# design 1

**Design 1: signal wires on met1**

Supply wires on this layer in gray.
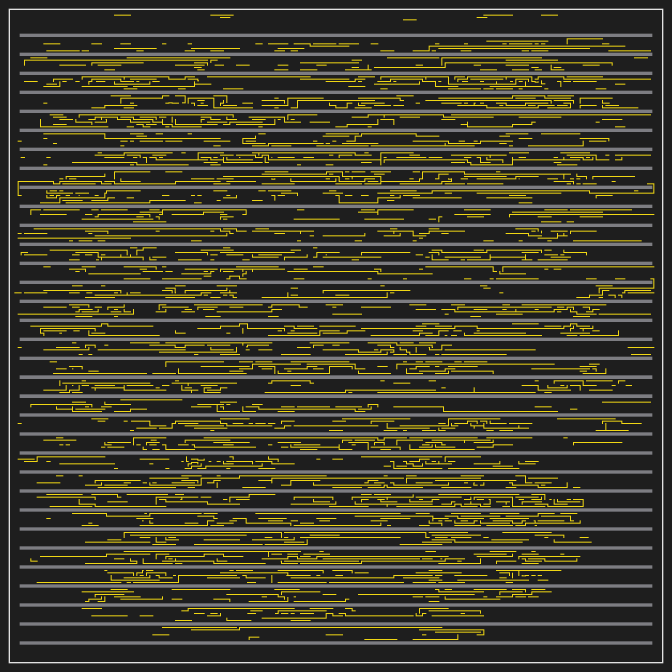

File: config.mk
export PLATFORM = sky130hd
export DESIGN_NAME = flit_out_arbiter_flat
export DESIGN_NICKNAME = d
export VERILOG_FILES = /design/src/rtl/types_pkg.sv /design/src/rtl/flit_out_arbiter_if.sv /design/src/rtl/flit_out_arbiter.sv /design/src/flat_wrapper.sv
export SDC_FILE = /design/constraint.sdc
export NUM_CORES = 1
export LEC_CHECK = 0
export CAP_MARGIN = 20
export CORE_MARGIN = 1
export CORE_UTILIZATION = 46
export DETAILED_ROUTE_END_ITERATION = 8
export MAX_ROUTING_LAYER = met4
export PLACE_DENSITY = 0.92
export RECOVER_POWER = 25
export SLEW_MARGIN = 10
export SYNTH_ARGS = -nofsm -noshare
export SYNTH_HDL_FRONTEND = slang
export SYNTH_SLANG_ARGS = --single-unit
File: constraint.sdc
create_clock -name clk -period 7.6 [get_ports clk]
set_input_delay 1.52 -clock clk [delete_from_list [all_inputs] [get_ports clk]]
set_output_delay 1.52 -clock clk [all_outputs]
set_load 0.05 [all_outputs]
File: src/rtl/types_pkg.sv
// Shared NoC payload types.
package types;

    localparam int unsigned DEST_W    = 4;
    localparam int unsigned SRC_W     = 4;
    localparam int unsigned PAYLOAD_W = 24;

    typedef struct packed {
        logic [DEST_W-1:0]    dest;
        logic [SRC_W-1:0]     src;
        logic [PAYLOAD_W-1:0] payload;
    } flit_t;

endpackage

File: src/rtl/flit_out_arbiter_if.sv
// Four flit sources plus the shared registered flit output of the transmit path.
interface flit_out_arbiter_if;
    import types::*;

    flit_t      ack_flit;
    logic       ack_flit_valid;
    logic       ack_flit_ready;
    flit_t      waiting_ack_buffer_flit;
    logic       waiting_ack_buffer_valid;
    logic       waiting_ack_buffer_ready;
    flit_t      forwarding_flit;
    logic       forwarding_flit_valid;
    logic       forwarding_flit_ready;
    flit_t      cpu_to_noc_flit;
    logic       cpu_to_noc_flit_valid;
    logic       cpu_to_noc_flit_ready;
    flit_t      flit_out;
    logic       flit_out_valid;
    logic       flit_out_ready;
    logic [1:0] grant_src;

    // Arbiter side
    modport slave (
        input  ack_flit, ack_flit_valid,
        input  waiting_ack_buffer_flit, waiting_ack_buffer_valid,
        input  forwarding_flit, forwarding_flit_valid,
        input  cpu_to_noc_flit, cpu_to_noc_flit_valid,
        input  flit_out_ready,
        output ack_flit_ready, waiting_ack_buffer_ready,
        output forwarding_flit_ready, cpu_to_noc_flit_ready,
        output flit_out, flit_out_valid, grant_src
    );

    // Source / downstream side
    modport master (
        output ack_flit, ack_flit_valid,
        output waiting_ack_buffer_flit, waiting_ack_buffer_valid,
        output forwarding_flit, forwarding_flit_valid,
        output cpu_to_noc_flit, cpu_to_noc_flit_valid,
        output flit_out_ready,
        input  ack_flit_ready, waiting_ack_buffer_ready,
        input  forwarding_flit_ready, cpu_to_noc_flit_ready,
        input  flit_out, flit_out_valid, grant_src
    );

endinterface

File: src/rtl/flit_out_arbiter.sv
// Output scheduler: capped strict-priority ack, weighted round-robin over
// retx/fwd/cpu, winner held in a one-entry output register.
module flit_out_arbiter #(
    parameter int unsigned ACK_BURST_MAX = 4,
    parameter int unsigned W_RETX        = 1,
    parameter int unsigned W_FWD         = 2,
    parameter int unsigned W_CPU         = 1
) (
    input  logic                clk,
    input  logic                rst_n,
    flit_out_arbiter_if.slave   bus
);
    import types::*;

    localparam int unsigned CW = 4;
    localparam logic [CW-1:0]        ACK_CAP = CW'(ACK_BURST_MAX);
    localparam logic [3:1][CW-1:0]   WEIGHT  = {CW'(W_CPU), CW'(W_FWD), CW'(W_RETX)};

    if (ACK_BURST_MAX < 1 || ACK_BURST_MAX > 15) begin : g_bad_ack_burst
        $error("ACK_BURST_MAX must be in 1..15");
    end
    if (W_RETX < 1 || W_RETX > 15) begin : g_bad_w_retx
        $error("W_RETX must be in 1..15");
    end
    if (W_FWD < 1 || W_FWD > 15) begin : g_bad_w_fwd
        $error("W_FWD must be in 1..15");
    end
    if (W_CPU < 1 || W_CPU > 15) begin : g_bad_w_cpu
        $error("W_CPU must be in 1..15");
    end

    logic [3:1][CW-1:0] credit_q, credit_d;
    logic [1:0]         rr_ptr_q, rr_ptr_d;
    logic [CW-1:0]      ack_run_q, ack_run_d;
    flit_t              flit_out_q, flit_out_d;
    logic               flit_out_valid_q, flit_out_valid_d;
    logic [1:0]         grant_src_q, grant_src_d;

    logic               load, other_valid, reload, ack_win, found;
    logic               grant_ack, grant_wrr;
    logic [3:1]         vld, elig;
    logic [3:1][CW-1:0] eff;
    logic [1:0]         sel, cand;
    logic [3:0]         ready_c;

    function automatic logic [1:0] next_cls(input logic [1:0] c);
        return (c == 2'd3) ? 2'd1 : c + 2'd1;
    endfunction

    // Selection, handshake and next-state
    always_comb begin
        credit_d         = credit_q;
        rr_ptr_d         = rr_ptr_q;
        ack_run_d        = ack_run_q;
        flit_out_d       = flit_out_q;
        flit_out_valid_d = flit_out_valid_q;
        grant_src_d      = grant_src_q;
        ready_c          = '0;
        sel              = rr_ptr_q;
        cand             = rr_ptr_q;
        found            = 1'b0;

        vld         = {bus.cpu_to_noc_flit_valid, bus.forwarding_flit_valid,
                       bus.waiting_ack_buffer_valid};
        other_valid = |vld;

        // Reload when something is valid but every valid class is out of credit
        reload = other_valid;
        for (int i = 1; i <= 3; i++) begin
            if (vld[i] && credit_q[i] != '0) reload = 1'b0;
        end
        for (int i = 1; i <= 3; i++) begin
            eff[i]  = reload ? WEIGHT[i] : credit_q[i];
            elig[i] = vld[i] && (eff[i] != '0);
        end

        for (int k = 0; k < 3; k++) begin
            if (!found && elig[cand]) begin
                sel   = cand;
                found = 1'b1;
            end
            cand = next_cls(cand);
        end

        load      = !flit_out_valid_q || bus.flit_out_ready;
        ack_win   = bus.ack_flit_valid && (!other_valid || ack_run_q < ACK_CAP);
        grant_ack = rst_n && load && ack_win;
        grant_wrr = rst_n && load && !ack_win && found;

        if (grant_ack) begin
            ready_c[0]       = 1'b1;
            flit_out_d       = bus.ack_flit;
            flit_out_valid_d = 1'b1;
            grant_src_d      = 2'd0;
            if (!other_valid)
                ack_run_d = '0;
            else if (ack_run_q != ACK_CAP)
                ack_run_d = ack_run_q + CW'(1);
        end else if (grant_wrr) begin
            ready_c[sel]     = 1'b1;
            flit_out_valid_d = 1'b1;
            grant_src_d      = sel;
            ack_run_d        = '0;
            case (sel)
                2'd1:    flit_out_d = bus.waiting_ack_buffer_flit;
                2'd2:    flit_out_d = bus.forwarding_flit;
                default: flit_out_d = bus.cpu_to_noc_flit;
            endcase
            for (int i = 1; i <= 3; i++) begin
                credit_d[i] = reload ? WEIGHT[i] : credit_q[i];
            end
            credit_d[sel] = eff[sel] - CW'(1);
            rr_ptr_d      = (credit_d[sel] == '0) ? next_cls(sel) : sel;
        end else if (load) begin
            flit_out_valid_d = 1'b0;
        end
    end

    always_ff @(posedge clk or negedge rst_n) begin
        if (!rst_n) begin
            credit_q         <= WEIGHT;
            rr_ptr_q         <= 2'd1;
            ack_run_q        <= '0;
            flit_out_q       <= '0;
            flit_out_valid_q <= 1'b0;
            grant_src_q      <= 2'd0;
        end else begin
            credit_q         <= credit_d;
            rr_ptr_q         <= rr_ptr_d;
            ack_run_q        <= ack_run_d;
            flit_out_q       <= flit_out_d;
            flit_out_valid_q <= flit_out_valid_d;
            grant_src_q      <= grant_src_d;
        end
    end

    assign bus.ack_flit_ready           = ready_c[0];
    assign bus.waiting_ack_buffer_ready = ready_c[1];
    assign bus.forwarding_flit_ready    = ready_c[2];
    assign bus.cpu_to_noc_flit_ready    = ready_c[3];
    assign bus.flit_out                 = flit_out_q;
    assign bus.flit_out_valid           = flit_out_valid_q;
    assign bus.grant_src                = grant_src_q;

endmodule

File: src/flat_wrapper.sv
// flat-port wrapper written by rule: the top's interface ports become plain ports
module flit_out_arbiter_flat import types::*;
#(
    parameter int unsigned ACK_BURST_MAX = 4,
    parameter int unsigned W_RETX        = 1,
    parameter int unsigned W_FWD         = 2,
    parameter int unsigned W_CPU         = 1
)
  (clk, rst_n, bus_ack_flit, bus_ack_flit_valid, bus_waiting_ack_buffer_flit, bus_waiting_ack_buffer_valid, bus_forwarding_flit, bus_forwarding_flit_valid, bus_cpu_to_noc_flit, bus_cpu_to_noc_flit_valid, bus_flit_out_ready, bus_ack_flit_ready, bus_waiting_ack_buffer_ready, bus_forwarding_flit_ready, bus_cpu_to_noc_flit_ready, bus_flit_out, bus_flit_out_valid, bus_grant_src);
  flit_out_arbiter_if bus_i ();
  input  logic clk;
  input  logic rst_n;
  input wire logic [$bits(bus_i.ack_flit)-1:0] bus_ack_flit;
  input wire logic [$bits(bus_i.ack_flit_valid)-1:0] bus_ack_flit_valid;
  input wire logic [$bits(bus_i.waiting_ack_buffer_flit)-1:0] bus_waiting_ack_buffer_flit;
  input wire logic [$bits(bus_i.waiting_ack_buffer_valid)-1:0] bus_waiting_ack_buffer_valid;
  input wire logic [$bits(bus_i.forwarding_flit)-1:0] bus_forwarding_flit;
  input wire logic [$bits(bus_i.forwarding_flit_valid)-1:0] bus_forwarding_flit_valid;
  input wire logic [$bits(bus_i.cpu_to_noc_flit)-1:0] bus_cpu_to_noc_flit;
  input wire logic [$bits(bus_i.cpu_to_noc_flit_valid)-1:0] bus_cpu_to_noc_flit_valid;
  input wire logic [$bits(bus_i.flit_out_ready)-1:0] bus_flit_out_ready;
  output wire logic [$bits(bus_i.ack_flit_ready)-1:0] bus_ack_flit_ready;
  output wire logic [$bits(bus_i.waiting_ack_buffer_ready)-1:0] bus_waiting_ack_buffer_ready;
  output wire logic [$bits(bus_i.forwarding_flit_ready)-1:0] bus_forwarding_flit_ready;
  output wire logic [$bits(bus_i.cpu_to_noc_flit_ready)-1:0] bus_cpu_to_noc_flit_ready;
  output wire logic [$bits(bus_i.flit_out)-1:0] bus_flit_out;
  output wire logic [$bits(bus_i.flit_out_valid)-1:0] bus_flit_out_valid;
  output wire logic [$bits(bus_i.grant_src)-1:0] bus_grant_src;
  assign bus_i.ack_flit = bus_ack_flit;
  assign bus_i.ack_flit_valid = bus_ack_flit_valid;
  assign bus_i.waiting_ack_buffer_flit = bus_waiting_ack_buffer_flit;
  assign bus_i.waiting_ack_buffer_valid = bus_waiting_ack_buffer_valid;
  assign bus_i.forwarding_flit = bus_forwarding_flit;
  assign bus_i.forwarding_flit_valid = bus_forwarding_flit_valid;
  assign bus_i.cpu_to_noc_flit = bus_cpu_to_noc_flit;
  assign bus_i.cpu_to_noc_flit_valid = bus_cpu_to_noc_flit_valid;
  assign bus_i.flit_out_ready = bus_flit_out_ready;
  assign bus_ack_flit_ready = bus_i.ack_flit_ready;
  assign bus_waiting_ack_buffer_ready = bus_i.waiting_ack_buffer_ready;
  assign bus_forwarding_flit_ready = bus_i.forwarding_flit_ready;
  assign bus_cpu_to_noc_flit_ready = bus_i.cpu_to_noc_flit_ready;
  assign bus_flit_out = bus_i.flit_out;
  assign bus_flit_out_valid = bus_i.flit_out_valid;
  assign bus_grant_src = bus_i.grant_src;
  flit_out_arbiter #(.ACK_BURST_MAX(ACK_BURST_MAX), .W_RETX(W_RETX), .W_FWD(W_FWD), .W_CPU(W_CPU)) u_core (.clk(clk), .rst_n(rst_n), .bus(bus_i));
endmodule
# design 2

==> src/rtl/display_buf_writer.sv <==
// display_buf_writer
//   Host-side write stage for a Buf0/Buf1 ping-pong frame buffer pair.
//   Host words (WData qualified by CSDisplay) are steered into Buf0 and Buf1
//   in strict alternation. The block generates registered write enables,
//   addresses and data, and tracks which buffers hold a complete frame.
//   The host is throttled through WReady while the next buffer in the
//   rotation is still held by the display side.
//
//   Optional feature: define DROP_CNT_EN to add a 16-bit saturating DropCnt
//   output that counts cycles where the host strobed while WReady was low.
//   Without the macro the port is absent and dropped writes are silent.

module display_buf_writer #(
   parameter int ADDR_W      = 20,
   parameter int FRAME_WORDS = 307200
) (
   input  logic              clk,
   input  logic              reset,
   input  logic [31:0]       WData,
   input  logic              CSDisplay,
   output logic              WReady,
   input  logic              Buf0Empty,
   input  logic              Buf1Empty,
   output logic              WE0,
   output logic              WE1,
   output logic [ADDR_W-1:0] Addr0,
   output logic [ADDR_W-1:0] Addr1,
   output logic [31:0]       BufData,
   output logic              Buf0Full,
   output logic              Buf1Full,
   output logic              FrameDone
`ifdef DROP_CNT_EN
   ,
   output logic [15:0]       DropCnt
`endif
);

   // Write-side states. FILLx accepts host words into Bufx; WAITx means Bufx
   // is the next buffer in rotation but still holds an unread frame.
   localparam logic [1:0] S_FILL0 = 2'd0;
   localparam logic [1:0] S_FILL1 = 2'd1;
   localparam logic [1:0] S_WAIT0 = 2'd2;
   localparam logic [1:0] S_WAIT1 = 2'd3;

   // Address of the last word of a frame; the pointer wraps after it.
   localparam logic [ADDR_W-1:0] LAST_PTR = ADDR_W'(FRAME_WORDS - 1);
   localparam logic [ADDR_W-1:0] PTR_ONE  = ADDR_W'(1);
   localparam logic [ADDR_W-1:0] PTR_ZERO = ADDR_W'(0);

   // ------------------------------------------------------------------
   // State and datapath registers
   // ------------------------------------------------------------------
   logic [1:0]        r_state;
   logic [ADDR_W-1:0] r_wr_ptr;
   logic              r_we0;
   logic              r_we1;
   logic [ADDR_W-1:0] r_addr0;
   logic [ADDR_W-1:0] r_addr1;
   logic [31:0]       r_buf_data;
   logic              r_full0;
   logic              r_full1;
   logic              r_fin0_pend;   // final word of a Buf0 frame is being written this cycle
   logic              r_fin1_pend;   // final word of a Buf1 frame is being written this cycle
   logic              r_frame_done;

   // ------------------------------------------------------------------
   // Combinational decode
   // ------------------------------------------------------------------
   logic              w_ready;
   logic              w_accept;
   logic              w_in_fill0;
   logic              w_in_fill1;
   logic              w_last;
   logic              w_final;
   logic              w_full0_nxt;
   logic              w_full1_nxt;
   logic [1:0]        w_state_nxt;
   logic [ADDR_W-1:0] w_wr_ptr_nxt;

   assign w_in_fill0 = (r_state == S_FILL0);
   assign w_in_fill1 = (r_state == S_FILL1);
   assign w_ready    = w_in_fill0 | w_in_fill1;
   assign w_accept   = CSDisplay & w_ready;
   assign w_last     = (r_wr_ptr == LAST_PTR);
   assign w_final    = w_accept & w_last;

   // Next Buf0 full flag: a frame completing this cycle wins over a release,
   // since that release can only refer to an older frame.
   always_comb begin
      w_full0_nxt = r_full0;
      if (r_fin0_pend) begin
         w_full0_nxt = 1'b1;
      end else if (Buf0Empty) begin
         w_full0_nxt = 1'b0;
      end else begin
         w_full0_nxt = r_full0;
      end
   end

   // Next Buf1 full flag, same priority as Buf0.
   always_comb begin
      w_full1_nxt = r_full1;
      if (r_fin1_pend) begin
         w_full1_nxt = 1'b1;
      end else if (Buf1Empty) begin
         w_full1_nxt = 1'b0;
      end else begin
         w_full1_nxt = r_full1;
      end
   end

   // Next state: alternate buffers after each final word; wait whenever the
   // next buffer is still full. Using the next-cycle full flag lets a release
   // coincident with the final accept skip the WAIT state entirely, and makes
   // WAITx leave on the very edge where Bufx full clears.
   always_comb begin
      w_state_nxt = r_state;
      case (r_state)
         S_FILL0: begin
            if (w_final) begin
               if (w_full1_nxt) begin
                  w_state_nxt = S_WAIT1;
               end else begin
                  w_state_nxt = S_FILL1;
               end
            end else begin
               w_state_nxt = S_FILL0;
            end
         end
         S_FILL1: begin
            if (w_final) begin
               if (w_full0_nxt) begin
                  w_state_nxt = S_WAIT0;
               end else begin
                  w_state_nxt = S_FILL0;
               end
            end else begin
               w_state_nxt = S_FILL1;
            end
         end
         S_WAIT0: begin
            if (w_full0_nxt) begin
               w_state_nxt = S_WAIT0;
            end else begin
               w_state_nxt = S_FILL0;
            end
         end
         S_WAIT1: begin
            if (w_full1_nxt) begin
               w_state_nxt = S_WAIT1;
            end else begin
               w_state_nxt = S_FILL1;
            end
         end
         default: begin
            w_state_nxt = S_FILL0;
         end
      endcase
   end

   // Next write pointer: one step per accepted word, wrapping after the last word.
   always_comb begin
      w_wr_ptr_nxt = r_wr_ptr;
      if (w_accept) begin
         if (w_last) begin
            w_wr_ptr_nxt = PTR_ZERO;
         end else begin
            w_wr_ptr_nxt = r_wr_ptr + PTR_ONE;
         end
      end else begin
         w_wr_ptr_nxt = r_wr_ptr;
      end
   end

   // ------------------------------------------------------------------
   // Sequential logic
   // ------------------------------------------------------------------

   // FSM state and write pointer; reset discards any partial frame.
   always_ff @(posedge clk) begin
      if (reset) begin
         r_state  <= S_FILL0;
         r_wr_ptr <= PTR_ZERO;
      end else begin
         r_state  <= w_state_nxt;
         r_wr_ptr <= w_wr_ptr_nxt;
      end
   end

   // Buffer write port: one-cycle registered copy of each accepted word.
   always_ff @(posedge clk) begin
      if (reset) begin
         r_we0      <= 1'b0;
         r_we1      <= 1'b0;
         r_addr0    <= PTR_ZERO;
         r_addr1    <= PTR_ZERO;
         r_buf_data <= 32'h0000_0000;
      end else begin
         r_we0 <= w_accept & w_in_fill0;
         r_we1 <= w_accept & w_in_fill1;
         if (w_accept & w_in_fill0) begin
            r_addr0 <= r_wr_ptr;
         end else begin
            r_addr0 <= r_addr0;
         end
         if (w_accept & w_in_fill1) begin
            r_addr1 <= r_wr_ptr;
         end else begin
            r_addr1 <= r_addr1;
         end
         if (w_accept) begin
            r_buf_data <= WData;
         end else begin
            r_buf_data <= r_buf_data;
         end
      end
   end

   // Frame completion: the pending flag delays Full by one cycle so the last
   // word is already in RAM when the display side sees the buffer as full.
   always_ff @(posedge clk) begin
      if (reset) begin
         r_fin0_pend  <= 1'b0;
         r_fin1_pend  <= 1'b0;
         r_full0      <= 1'b0;
         r_full1      <= 1'b0;
         r_frame_done <= 1'b0;
      end else begin
         r_fin0_pend  <= w_final & w_in_fill0;
         r_fin1_pend  <= w_final & w_in_fill1;
         r_full0      <= w_full0_nxt;
         r_full1      <= w_full1_nxt;
         r_frame_done <= r_fin0_pend | r_fin1_pend;
      end
   end

`ifdef DROP_CNT_EN
   logic [15:0] r_drop_cnt;

   // Saturating count of host strobes that arrived while throttled.
   always_ff @(posedge clk) begin
      if (reset) begin
         r_drop_cnt <= 16'h0000;
      end else if (CSDisplay & ~w_ready & (r_drop_cnt != 16'hFFFF)) begin
         r_drop_cnt <= r_drop_cnt + 16'h0001;
      end else begin
         r_drop_cnt <= r_drop_cnt;
      end
   end

   assign DropCnt = r_drop_cnt;
`endif

   // ------------------------------------------------------------------
   // Outputs
   // ------------------------------------------------------------------
   assign WReady    = w_ready;
   assign WE0       = r_we0;
   assign WE1       = r_we1;
   assign Addr0     = r_addr0;
   assign Addr1     = r_addr1;
   assign BufData   = r_buf_data;
   assign Buf0Full  = r_full0;
   assign Buf1Full  = r_full1;
   assign FrameDone = r_frame_done;

endmodule

==> config.mk <==
export PLATFORM = sky130hd
export DESIGN_NAME = display_buf_writer
export DESIGN_NICKNAME = d
export VERILOG_FILES = /design/src/rtl/display_buf_writer.sv
export SDC_FILE = /design/constraint.sdc
export NUM_CORES = 1
export LEC_CHECK = 0
export ABC_CLOCK_PERIOD_IN_PS = 3530
export CAP_MARGIN = 40
export CORE_MARGIN = 4
export CORE_UTILIZATION = 50
export DETAILED_ROUTE_END_ITERATION = 6
export PLACE_DENSITY = 0.82
export SLEW_MARGIN = 0
export SYNTH_ARGS = -nofsm -noshare
export SYNTH_HDL_FRONTEND = slang
export SYNTH_SLANG_ARGS = --single-unit
==> constraint.sdc <==
create_clock -name clk -period 3.53 [get_ports clk]
set_clock_uncertainty 0.05 [all_clocks]
set_input_delay 0.706 -clock clk [delete_from_list [all_inputs] [get_ports clk]]
set_output_delay 0.706 -clock clk [all_outputs]
set_load 0.02 [all_outputs]

## Gallery

Local utilization.
9 x 9 tiles, from white (low) to dark blue (high), 0 to 100% covered.
(a)
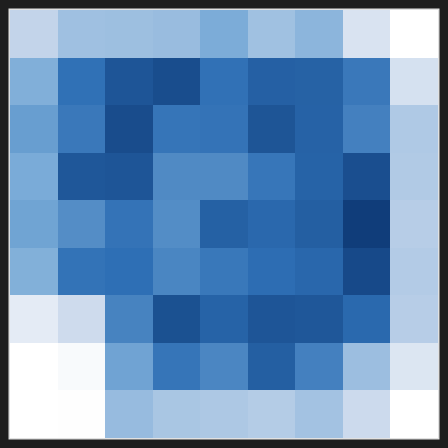
(b)
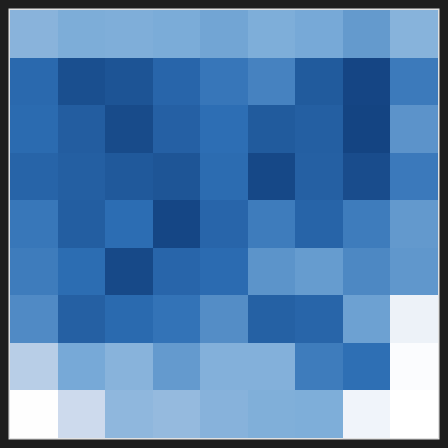
(a) comes from design 2.
(b) comes from design 1.

Key to (a):
The fullest tile reaches 95%. The emptiest ninth of the die: south-west. The mean over all tiles is 56%. 6.2% of the tiles are nearly empty.

**Design 1: signal wires on met4**

Bar = 20 um. Supply wires on this layer in gray.
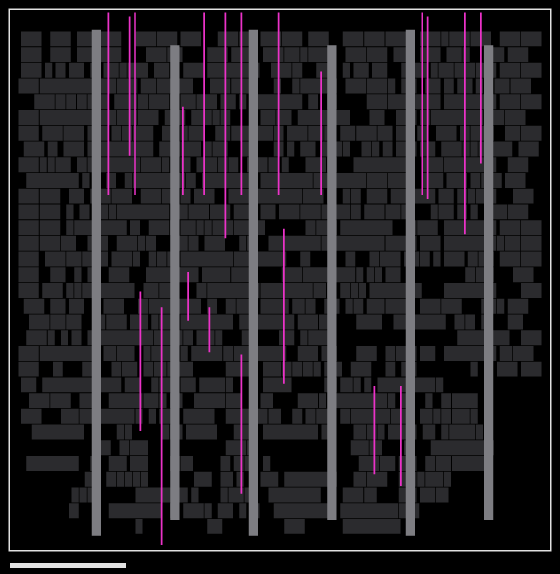
20 nets have wire on it. The longest straight run is 40.8 um. The layer holds 3.9% of the routed length. The wires run mostly vertical.
routed wire length: 13,900 um
total number of vias: 4,383

**Design 1: track usage over the die**

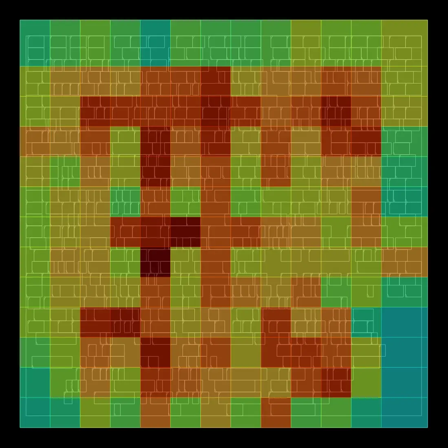
M3 GR Usage: 5.20%
most used routing layer: met2
DR WL/cell: 19.2 um
fin util: 72.0%
met1 Usage GRT: 42.1%

Notes on 'signal wires on met1' of design 1 above:
The wires run mostly horizontal. The layer carries 5,540 um of wire. The layer holds 40% of the routed length. The longest straight run is 29.0 um. 661 nets have wire on it.

==> impl_metrics.toml, design 1 <==
# synthesis and place-and-route metrics
[layout]
logic_area_um2 = 2300
comb_area_share_pct = 40.5
nNetsFinal = 764
clock_buffers = 6

[final_timing]
rsz0062_at_grt = "no"
tns_ns = 0
drv_slew = 54

[logic_synthesis]
netlist_area_um2 = 3840
synthXorXnorAreaFrac_pct = 0.456
synth-simple-area-share_pct = 18.1
synth_cell_type_count = 57
async_flop_share_pct = 100
yosysChipArea_um2 = 3840

[worst_setup_path]
cp.required_ns = 6.08
worstSetupPathType = "input pin to primary output"

[clock_tree]
clock_tree.htree_level_count = 2
clk_latency_ns = 0.31
post_cts_buffers = 0
cts_tree = "built"

[run_status]
violations = "capacitance limit, slew limit"
status = "finished, violations left"

[route]
drcViolationCount = 0
top_layer_used = "met4"
met3_length_um = 1110

[floorplan]
io_pins = 174
fp.dieW_um = 93.4

[job]
maxCapViolations = 1

[min_path]
hold_depth = 1

[power]
clk-power_uw = 163
==> design 1: state kept, by name, summed over array words and instances, names as in the netlist <==
signal,count
u_core.ack_run_q,4
u_core.bus.flit_out,32
u_core.bus.flit_out_valid,1
u_core.bus.grant_src,2
u_core.credit_q,12
u_core.rr_ptr_q,2
==> design 1: cell usage after synthesis (4+ instances only) <==
| cell | number |
|---|---|
| nand2_1 | 19 |
| nor4_1 | 7 |
| or4_1 | 4 |
| a22oi_1 | 35 |
| clkbuf_1 | 30 |
| a31oi_1 | 4 |
| nor3_1 | 8 |
| inv_1 | 16 |
| dfstp_2 | 4 |
| nand3_1 | 11 |
| ha_1 | 9 |
| o21ai_0 | 19 |
| a21oi_1 | 68 |
| dfrtp_1 | 49 |
| a22o_1 | 8 |
| nor2_1 | 82 |
| a211oi_1 | 35 |
==> design 1: per-stage QoR <==
stage,cell area [um^2],utilization [%]
6_report,5680,72.0
4_1_cts,5690,72.1
5_1_grt,5680,72.0
2_1_floorplan,3840,-
3_3_place_gp,5600,71.0
3_5_place_dp,5600,71.0
**Design 2: track usage over the die**

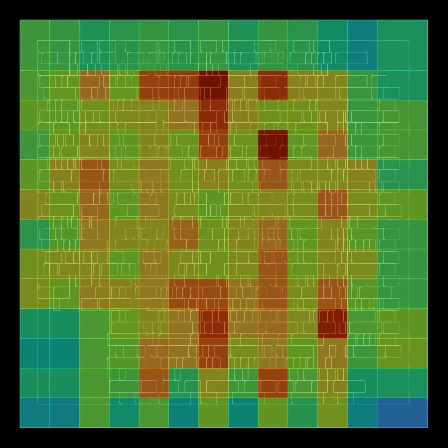
met1 Usage GRT: 26.1%
M3 GR Usage: 8.69%
GR Util met2: 35.4%
DR WL/cell: 14.0 um
most used routing layer: met2

**Design 2: signal wires on met1**

Supply wires on this layer in gray.
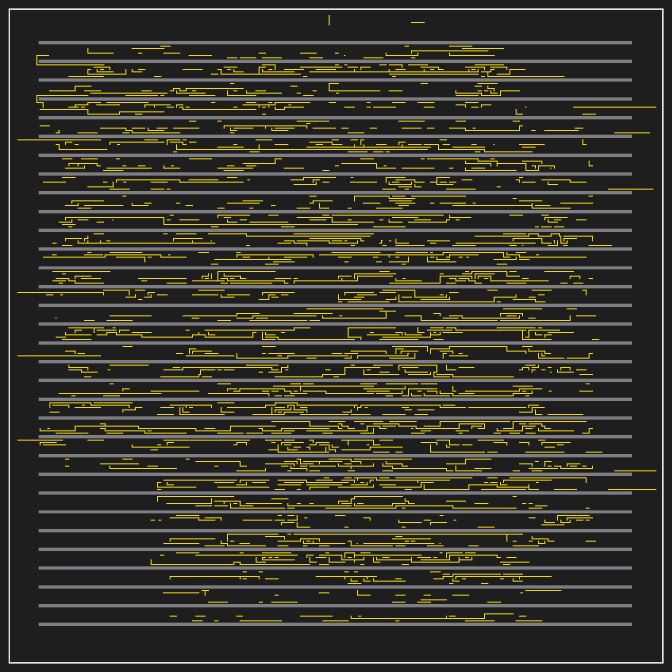
539 nets have wire on it. The wires run mostly horizontal. The longest straight run is 36.3 um.
routed wire length: 9320 um
total number of vias: 3,435

==> impl_metrics.toml, design 2 <==
# synthesis and place-and-route metrics
[worst_setup_path]
critical_path_peak_fanout = 16
critPathCapture = "r_wr_ptr[9]$_SDFFE_PP0P_"
worstSetupStartpoint = "r_wr_ptr[0]$_SDFFE_PP0P_"
r2r_cells = 5

[grt]
grt_pass1_vias = 3315

[final_timing]
slew-limit-headroom_pct = 44.5
tightest_slew_ns = 0.833
finalClockPeriodUsage_pct = 69.6
hold_viol = 0
fmax_mhz = 407

[clock_tree]
post_cts_buffers = 0
post_cts_resized = 0
clock_path_buffers = 2
cts_tree = "built"
clk_latency_ns = 0.36

[run_status]
status = "complete, no violations"

[logic_synthesis]
edf_count = 0
syn_area_per_cell_um2 = 8.04
synth_cell_type_count = 36
netlist_area_um2 = 3740
async_flop_share_pct = 0

[power]
power.total_mw = 2.02
power_frac_seq_pct = 58.2
clk-power_uw = 659
seq_power_mw = 1.18

[floorplan]
fp.dieW_um = 94.5
die_area_um2 = 8930
coreArea_um2 = 7250

[layout]
n_fill_cell = 591
layout_top_cell = "nand2_1"
finalNonFillerCells = 667

[route]
met3_length_um = 853
[design 2: area by class of cell]
| type | count | area (um^2) | share of cell area (%) |
|---|---|---|---|
| sequential | 101 | 2020 | 39.7 |
| multi-input combinational | 325 | 1570 | 30.8 |
| timing repair buffer | 119 | 1170 | 23.0 |
| clock buffer | 10 | 138 | 2.70 |
| tap | 99 | 124 | 2.43 |
| clock inverter | 5 | 37.5 | 0.737 |
| inverter | 8 | 30.0 | 0.590 |
[design 2: state kept, by name (all words and copies together) (netlist names)]
| signal | count |
|---|---|
| WE0 | 1 |
| BufData | 32 |
| r_state | 2 |
| Addr0 | 20 |
| WE1 | 1 |
| r_fin0_pend | 1 |
| r_fin1_pend | 1 |
| Buf0Full | 1 |
| FrameDone | 1 |
| Addr1 | 20 |
| r_wr_ptr | 20 |
| Buf1Full | 1 |
[design 2: worst register-to-register path, cell delays in order (launching register included)]
cell       delay (ns)
dfxtp_1          0.48
ha_1             0.26
nand4bb_1        0.10
or4b_1           0.70
o31ai_4          0.61
nor2_1           0.12
[design 2: cell families after synthesis]
family	Yosys count	share of synthesized area, %
compound gates	102	14.5
xor+xnor	9	2.11
fa+ha+maj	1	0.335
simple gates	213	24.9
buf+inv	39	4.05
flops	101	54.1

# design 3

**Design 3: signal wires on met1**

Supply wires on this layer in gray.
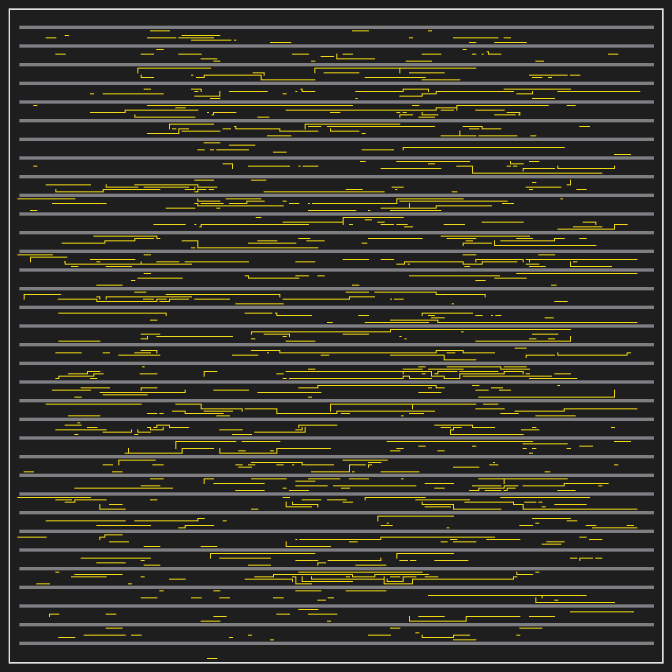

<file path="config.mk">
export PLATFORM = sky130hd
export DESIGN_NAME = alu_writeback_stage
export DESIGN_NICKNAME = d
export VERILOG_FILES = /design/src/rtl/alu_writeback_stage.sv
export SDC_FILE = /design/constraint.sdc
export NUM_CORES = 1
export LEC_CHECK = 0
export CAP_MARGIN = 20
export CELL_PAD_IN_SITES_DETAIL_PLACEMENT = 1
export CELL_PAD_IN_SITES_GLOBAL_PLACEMENT = 2
export CORE_UTILIZATION = 36
export DETAILED_ROUTE_END_ITERATION = 6
export GPL_ROUTABILITY_DRIVEN = 0
export GPL_TIMING_DRIVEN = 0
export PLACE_DENSITY_LB_ADDON = 0.12
export SLEW_MARGIN = 30
export SYNTH_ARGS = -nofsm -noshare
export SYNTH_HDL_FRONTEND = slang
export SYNTH_SLANG_ARGS = --single-unit
</file>
<file path="constraint.sdc">
create_clock -name clk -period 5.2 [get_ports clk]
set_clock_uncertainty 0.2 [all_clocks]
set_input_delay 1.3 -clock clk [delete_from_list [all_inputs] [get_ports clk]]
set_output_delay 1.3 -clock clk [all_outputs]
set_load 0.05 [all_outputs]
</file>
<file path="src/rtl/alu_writeback_stage.sv">
// ALU writeback stage: flag registers, skip/squash FSM and a small writeback FIFO.
// Optional build macro SKIP_COUNT_EN enables the saturating squash counter on skip_count.
module alu_writeback_stage #(
  parameter int FIFO_DEPTH = 2,
  parameter int REG_AW     = 4
) (
  input  logic              clk,
  input  logic              rst_n,
  input  logic              in_valid,
  output logic              in_ready,
  input  logic [3:0]        op,
  input  logic [REG_AW-1:0] dest_reg,
  input  logic [15:0]       alu_result,
  input  logic [2:0]        alu_cmp,
  input  logic              alu_zero,
  input  logic              alu_skip,
  output logic              wb_valid,
  input  logic              wb_ready,
  output logic [15:0]       wb_data,
  output logic [REG_AW-1:0] wb_addr,
  output logic [2:0]        flags_q,
  output logic              zero_q,
  output logic              skip_pc,
  output logic [15:0]       skip_count
);

  localparam int PW = $clog2(FIFO_DEPTH);
  localparam int CW = PW + 1;
  localparam int EW = REG_AW + 16;

  typedef enum logic {IDLE, ARMED} state_t;

  state_t            state, state_nxt;
  logic [EW-1:0]     mem [FIFO_DEPTH];
  logic [PW-1:0]     wr_ptr, rd_ptr, rd_ptr_inc;
  logic [CW-1:0]     count;
  logic              accept, push, pop, set_flags, set_zero, arm, squash;
  logic              head_load;
  logic [EW-1:0]     push_word, head_nxt;

  assign in_ready   = (count < CW'(FIFO_DEPTH));
  assign wb_valid   = (count != '0);
  assign accept     = in_valid & in_ready;
  assign pop        = wb_valid & wb_ready;
  assign push_word  = {dest_reg, alu_result};
  assign rd_ptr_inc = rd_ptr + PW'(1);

  always_ff @(posedge clk or negedge rst_n) begin
    if (!rst_n) state <= IDLE;
    else        state <= state_nxt;
  end

  // Decode: a squash in ARMED overrides every op class.
  always_comb begin
    state_nxt = state;
    push      = 1'b0;
    set_flags = 1'b0;
    set_zero  = 1'b0;
    arm       = 1'b0;
    squash    = 1'b0;
    if (accept) begin
      if (state == ARMED) begin
        squash    = 1'b1;
        state_nxt = IDLE;
      end else begin
        case (op)
          4'd0, 4'd1, 4'd2, 4'd5, 4'd6, 4'd7, 4'd8, 4'd9, 4'd10: begin
            push     = 1'b1;
            set_zero = 1'b1;
          end
          4'd11: set_flags = 1'b1;
          4'd3, 4'd4, 4'd12, 4'd13: begin
            if (alu_skip) begin
              arm       = 1'b1;
              state_nxt = ARMED;
            end
          end
          default: ;
        endcase
      end
    end
  end

  // Output head register tracks the entry that will be at the FIFO head next cycle.
  always_comb begin
    head_load = 1'b0;
    head_nxt  = push_word;
    if (pop) begin
      if (count >= CW'(2)) begin
        head_load = 1'b1;
        head_nxt  = mem[rd_ptr_inc];
      end else if (push) begin
        head_load = 1'b1;
      end
    end else if (count == '0 && push) begin
      head_load = 1'b1;
    end
  end

  always_ff @(posedge clk) begin
    if (push) mem[wr_ptr] <= push_word;
  end

  always_ff @(posedge clk or negedge rst_n) begin
    if (!rst_n) begin
      wr_ptr  <= '0;
      rd_ptr  <= '0;
      count   <= '0;
      wb_data <= '0;
      wb_addr <= '0;
      flags_q <= '0;
      zero_q  <= 1'b0;
      skip_pc <= 1'b0;
    end else begin
      if (push) wr_ptr <= wr_ptr + PW'(1);
      if (pop)  rd_ptr <= rd_ptr_inc;
      count <= count + CW'(push) - CW'(pop);
      if (head_load) {wb_addr, wb_data} <= head_nxt;
      if (set_flags) flags_q <= alu_cmp;
      if (set_zero)  zero_q  <= alu_zero;
      skip_pc <= arm;
    end
  end

`ifdef SKIP_COUNT_EN
  logic [15:0] squash_cnt;

  always_ff @(posedge clk or negedge rst_n) begin
    if (!rst_n)                             squash_cnt <= '0;
    else if (squash && squash_cnt != '1)    squash_cnt <= squash_cnt + 16'd1;
  end

  assign skip_count = squash_cnt;
`else
  logic unused_squash;
  assign unused_squash = squash;
  assign skip_count    = 16'h0000;
`endif

endmodule

</file>
# design 4

**config.mk**
```make
export PLATFORM = sky130hd
export DESIGN_NAME = vend_dispense_sequencer
export DESIGN_NICKNAME = d
export VERILOG_FILES = /design/src/rtl/vend_dispense_sequencer.sv
export SDC_FILE = /design/constraint.sdc
export NUM_CORES = 1
export LEC_CHECK = 0
export ABC_AREA = 0
export CORE_ASPECT_RATIO = 1.5
export CORE_MARGIN = 1.5
export CORE_UTILIZATION = 32
export DETAILED_ROUTE_END_ITERATION = 8
export PLACE_DENSITY = 0.58
export SLEW_MARGIN = 40
export SYNTH_ARGS = -nofsm -noshare
export SYNTH_HDL_FRONTEND = slang
export SYNTH_SLANG_ARGS = --single-unit
```
**constraint.sdc**
```tcl
create_clock -name clk -period 3.3 [get_ports clk]
set_input_delay 0.66 -clock clk [delete_from_list [all_inputs] [get_ports clk]]
set_output_delay 0.66 -clock clk [all_outputs]
set_load 0.03 [all_outputs]
```
**src/rtl/vend_dispense_sequencer.sv**
```systemverilog
// Dispense sequencer: runs the product motor for a sale, then pays the change
// greedily (dollars first, then quarters) through a req/ack coin hopper.
// A motor timeout cancels the sale and adds the price back into the refund.
module vend_dispense_sequencer #(
   parameter int W             = 16,
   parameter int MOTOR_TIMEOUT = 1000,
   parameter int DOLLAR        = 100,
   parameter int QUARTER       = 25
) (
   input  logic         clk,
   input  logic         reset,
   input  logic         start,
   input  logic         vend,
   input  logic [3:0]   start_selection,
   input  logic [W-1:0] start_price,
   input  logic [W-1:0] start_change,
   output logic         busy,
   output logic         motor_req,
   output logic [3:0]   motor_slot,
   input  logic         motor_done,
   output logic         coin_req,
   output logic         coin_type,
   input  logic         coin_ack,
   output logic [W-1:0] remaining,
   output logic         done,
   output logic         fault,
   output logic         short
);

   typedef enum logic [2:0] {S_IDLE, S_MOTOR, S_COIN, S_GAP, S_DONE} state_t;

   // Counter only has to reach MOTOR_TIMEOUT-1: the timeout fires on that edge.
   localparam int CNT_W = (MOTOR_TIMEOUT > 1) ? $clog2(MOTOR_TIMEOUT) : 1;
   localparam logic [CNT_W-1:0] CNT_LAST  = CNT_W'(MOTOR_TIMEOUT - 1);
   localparam logic [W-1:0]     DOLLAR_C  = W'(DOLLAR);
   localparam logic [W-1:0]     QUARTER_C = W'(QUARTER);

   state_t             state_q, state_d;
   logic [3:0]         slot_q, slot_d;
   logic [W-1:0]       price_q, price_d;
   logic [W-1:0]       rem_q, rem_d;
   logic               ctype_q, ctype_d;
   logic               fault_q, fault_d;
   logic               short_q, short_d;
   logic [CNT_W-1:0]   cnt_q, cnt_d;
   logic               busy_q, mreq_q, creq_q, done_q;

   // Refund add clamps at all-ones instead of wrapping.
   function automatic logic [W-1:0] sat_add(input logic [W-1:0] a, input logic [W-1:0] b);
      logic [W:0] sum;
      sum = {1'b0, a} + {1'b0, b};
      return sum[W] ? {W{1'b1}} : sum[W-1:0];
   endfunction

   // Anything below a quarter cannot be paid, so it ends the transaction.
   function automatic state_t payout_state(input logic [W-1:0] rem);
      return (rem >= QUARTER_C) ? S_COIN : S_DONE;
   endfunction

   // Next-state and datapath update for the sequencer.
   always_comb begin
      state_d = state_q;
      slot_d  = slot_q;
      price_d = price_q;
      rem_d   = rem_q;
      ctype_d = ctype_q;
      fault_d = fault_q;
      short_d = short_q;
      cnt_d   = cnt_q;
      case (state_q)
         S_IDLE: begin
            if (start) begin
               slot_d  = start_selection;
               price_d = start_price;
               rem_d   = start_change;
               fault_d = 1'b0;
               short_d = 1'b0;
               cnt_d   = '0;
               state_d = vend ? S_MOTOR : payout_state(start_change);
            end
         end
         S_MOTOR: begin
            // motor_done has priority over a timeout on the same edge.
            if (motor_done) begin
               state_d = payout_state(rem_q);
            end else if (cnt_q == CNT_LAST) begin
               fault_d = 1'b1;
               rem_d   = sat_add(rem_q, price_q);
               state_d = payout_state(rem_d);
            end else begin
               cnt_d = cnt_q + CNT_W'(1);
            end
         end
         S_COIN: begin
            if (coin_ack) begin
               rem_d   = rem_q - (ctype_q ? DOLLAR_C : QUARTER_C);
               state_d = S_GAP;
            end
         end
         S_GAP:   state_d = payout_state(rem_q);
         S_DONE:  state_d = S_IDLE;
         default: state_d = S_IDLE;
      endcase
      // Coin denomination is frozen on entry to COIN and held until the ack.
      if (state_d == S_COIN && state_q != S_COIN) ctype_d = (rem_d >= DOLLAR_C);
      // Unpayable residual flagged once, on entry to DONE.
      if (state_d == S_DONE && state_q != S_DONE) short_d = (rem_d != '0);
   end

   // State, datapath and registered output strobes.
   always_ff @(posedge clk or posedge reset) begin
      if (reset) begin
         state_q <= S_IDLE;
         slot_q  <= '0;
         price_q <= '0;
         rem_q   <= '0;
         ctype_q <= 1'b0;
         fault_q <= 1'b0;
         short_q <= 1'b0;
         cnt_q   <= '0;
         busy_q  <= 1'b0;
         mreq_q  <= 1'b0;
         creq_q  <= 1'b0;
         done_q  <= 1'b0;
      end else begin
         state_q <= state_d;
         slot_q  <= slot_d;
         price_q <= price_d;
         rem_q   <= rem_d;
         ctype_q <= ctype_d;
         fault_q <= fault_d;
         short_q <= short_d;
         cnt_q   <= cnt_d;
         busy_q  <= (state_d != S_IDLE);
         mreq_q  <= (state_d == S_MOTOR);
         creq_q  <= (state_d == S_COIN);
         done_q  <= (state_d == S_DONE);
      end
   end

   assign busy       = busy_q;
   assign motor_req  = mreq_q;
   assign motor_slot = slot_q;
   assign coin_req   = creq_q;
   assign coin_type  = ctype_q;
   assign remaining  = rem_q;
   assign done       = done_q;
   assign fault      = fault_q;
   assign short      = short_q;

endmodule

```

==> screenshots <==
Track usage over the die.
Plate I
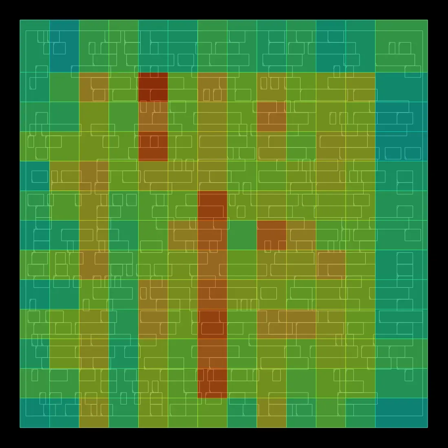
Plate II
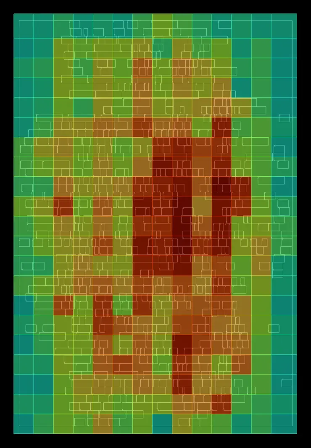
Plate I is design 3.
Plate II is design 4.
- most wire per cell: Plate II
- highest track usage: Plate II

**Design 3: placed cells, one color a class**

Bar = 20 um. Fill, decap, tap and diode cells in gray.
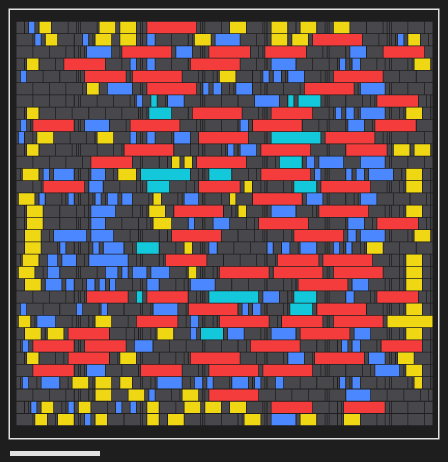
Blue stands for remaining logic cells, cells 133, share of their area 26%. Yellow stands for remaining buffers and delay cells, cells 86, share of their area 20%. Cyan stands for clock drivers and dummy loads, cells 16, share of their area 5.9%. Red stands for registers, cells 70, share of their area 48%.
sequential cell area share: 46.9%
fin util: 50.1%

## Picture notes: 'signal wires on met1' of design 3
The layer holds 46% of the routed length. The wires run mostly horizontal. The longest straight run is 29.9 um. The layer carries 2,880 um of wire. 282 nets have wire on it.
routed wire length: 6250 um
total number of vias: 1,861

==> impl_metrics.toml, design 3 <==
# synthesis and place-and-route metrics
[layout]
drive_gt1_share_pct = 23.3
design_area_um2 = 4160
num-nonclk-buffers = 86

[power]
peakVddDrop_uv = 298
power_frac_seq_pct = 32.5
clk-power_uw = 526
power.total_mw = 2.55

[final_timing]
rsz0062_at_grt = "no"
period_needed_ns = 3.31
fmax_mhz = 302
worst_hold_slack_ns = 0.285

[min_path]
hold_path_class = "register to register"

[clock_tree]
cts.clk_slew.worst_paths_ns = 0.07
post_cts_buffers = 0
post_cts_resized = 0
cts_tree = "built"

[logic_synthesis]
synthCells = 214
synth.largest_area_cell = "edfxtp_1"
async_flop_share_pct = 42.9

[placed_design]
place_ws_ns = 1.64

[route]
wl_per_cell_um = 15.3
met3_length_um = 325

[floorplan]
io_pins = 76
initial_core_util_pct = 37.5

[worst_setup_path]
crit_arrival_ns = 1.81

[run_status]
status = "complete, no violations"
## design 3: final timing paths
kind                       cells after the start                   start                     end  slack [ns]
max                                            3      count[1]$_DFF_PN0_                wb_valid        1.89
min                                            1  flags_q[0]$_DFFE_PN0P_  flags_q[0]$_DFFE_PN0P_        0.28
max reg2reg                                    9      count[1]$_DFF_PN0_      count[1]$_DFF_PN0_        3.01
min reg2reg                                    1  flags_q[0]$_DFFE_PN0P_  flags_q[0]$_DFFE_PN0P_        0.28
max in group asynchronous                      2                   rst_n      count[0]$_DFF_PN0_        3.72
min in group asynchronous                      1                   rst_n  wb_data[3]$_DFFE_PN0P_        0.65
## design 3: worst max-delay path, cell delays in order (launching register included)
cell	delay (ns)
dfrtp_1	0.47
nor2_1	0.25
inv_1	0.06
clkdlybuf4s50_1	0.70
## design 3: registers in the layout, summed over array words and instances (netlist names), 2 cells and up
signal   count
mem         40
wb_data     16
wb_addr      4
flags_q      3
count        2
## design 3: logic make-up after synthesis
group | count (synthesis) | synth area share (%)
flops | 70 | 62.7
compound gates | 25 | 4.58
other cells | 1 | 0.120
mux | 44 | 17.5
xor+xnor | 4 | 1.13
simple gates | 36 | 6.59
fa+ha+maj | 2 | 0.804
buf+inv | 32 | 6.55
**Design 4: signal wires on met1**

Supply wires on this layer in gray.
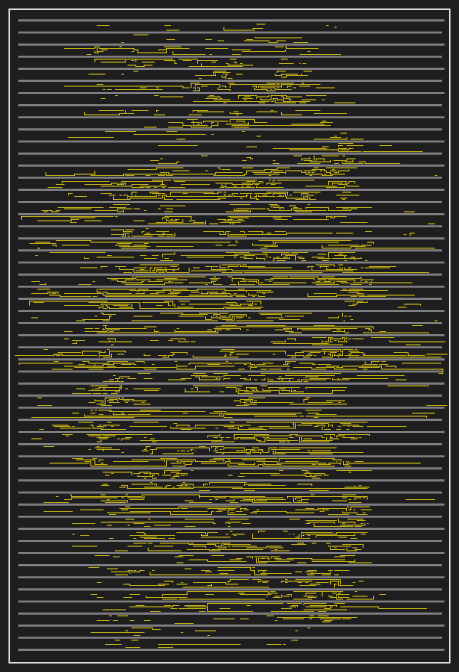
671 nets have wire on it. The layer holds 40% of the routed length.
met1 Usage GRT: 26.3%
routed wire length: 16,000 um
total number of vias: 4,681

==> impl_metrics.toml, design 4 <==
# synthesis and place-and-route metrics
[run_status]
status = "complete, no violations"

[power]
peakVddDrop_uv = 465
seq_power_mw = 1.10

[worst_setup_path]
start_kind = "register"

[clock_tree]
clk_latency_ns = 0.30
root_buffer = "clkbuf_16"
post_cts_resized = 3
cts.clk_slew.worst_paths_ns = 0.08
clock_path_buffers = 2

[route]
firstDrtPassIters = 7

[logic_synthesis]
top_cells_by_area = "dfrtp_1 32%, ha_1 6.8%, a21oi_1 5.1%"
syn_area_per_cell_um2 = 8.61
synth_top_area_share_pct = 31.9

[floorplan]
rows = 52
die_area_um2 = 14500

[layout]
num_antenna_cells = 0

[min_path]
hold_depth = 1

[placed_design]
dpl.hpwl_um = 13000
dp_cells = 809
-- design 4: registers in the layout, summed over array words and instances, names as in the netlist --
name / flops
price_q: 16
cnt_q: 10
coin_req: 1
short: 1
remaining: 16
coin_type: 1
busy: 1
motor_slot: 4
state_q: 3
fault: 1
motor_req: 1
done: 1
-- design 4: layout make-up --
type                            instances  area, um^2
Sequential cell                        56        1400
Tap cell                              162         203
Clock inverter                          3        46.3
Multi-Input combinational cell        419        2910
Clock buffer                            5         125
Inverter                               14        52.6
Fill cell                            1338        7300
Timing Repair Buffer                  166        1420
-- design 4: cells by family (layout without fill, tap and decap cells) --
| logic type | Yosys count | after routing | share of synthesized area [%] |
|---|---|---|---|
| simple gates | 196 | 196 | 23.3 |
| compound gates | 144 | 144 | 22.1 |
| flops | 56 | 56 | 31.9 |
| buf+inv | 35 | 188 | 3.25 |
| mux | 30 | 30 | 7.41 |
| fa+ha+maj | 25 | 25 | 7.29 |
| xor+xnor | 24 | 24 | 4.78 |


==> screenshots <==
Placed cells, one color a class.
Bar = 20 um. Fill, decap, tap and diode cells in gray.
picture 1
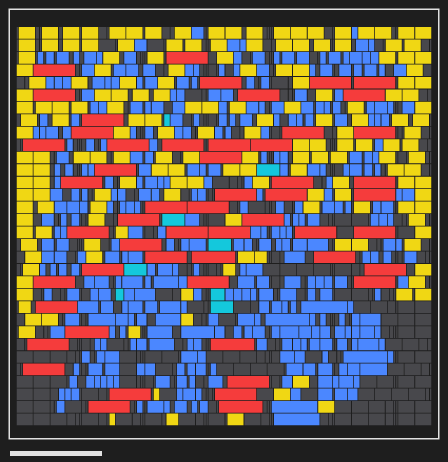
picture 2
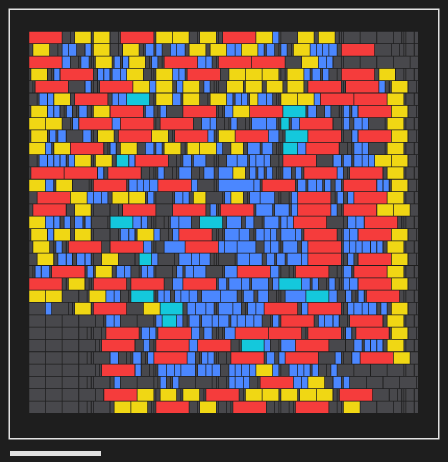
picture 3
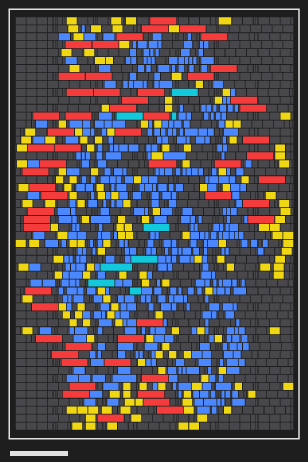
| from | picture |
|---|---|
| design 4 | picture 3 |
| design 1 | picture 1 |
| design 2 | picture 2 |
- lowest utilization: picture 3
- most sequential cells: picture 2

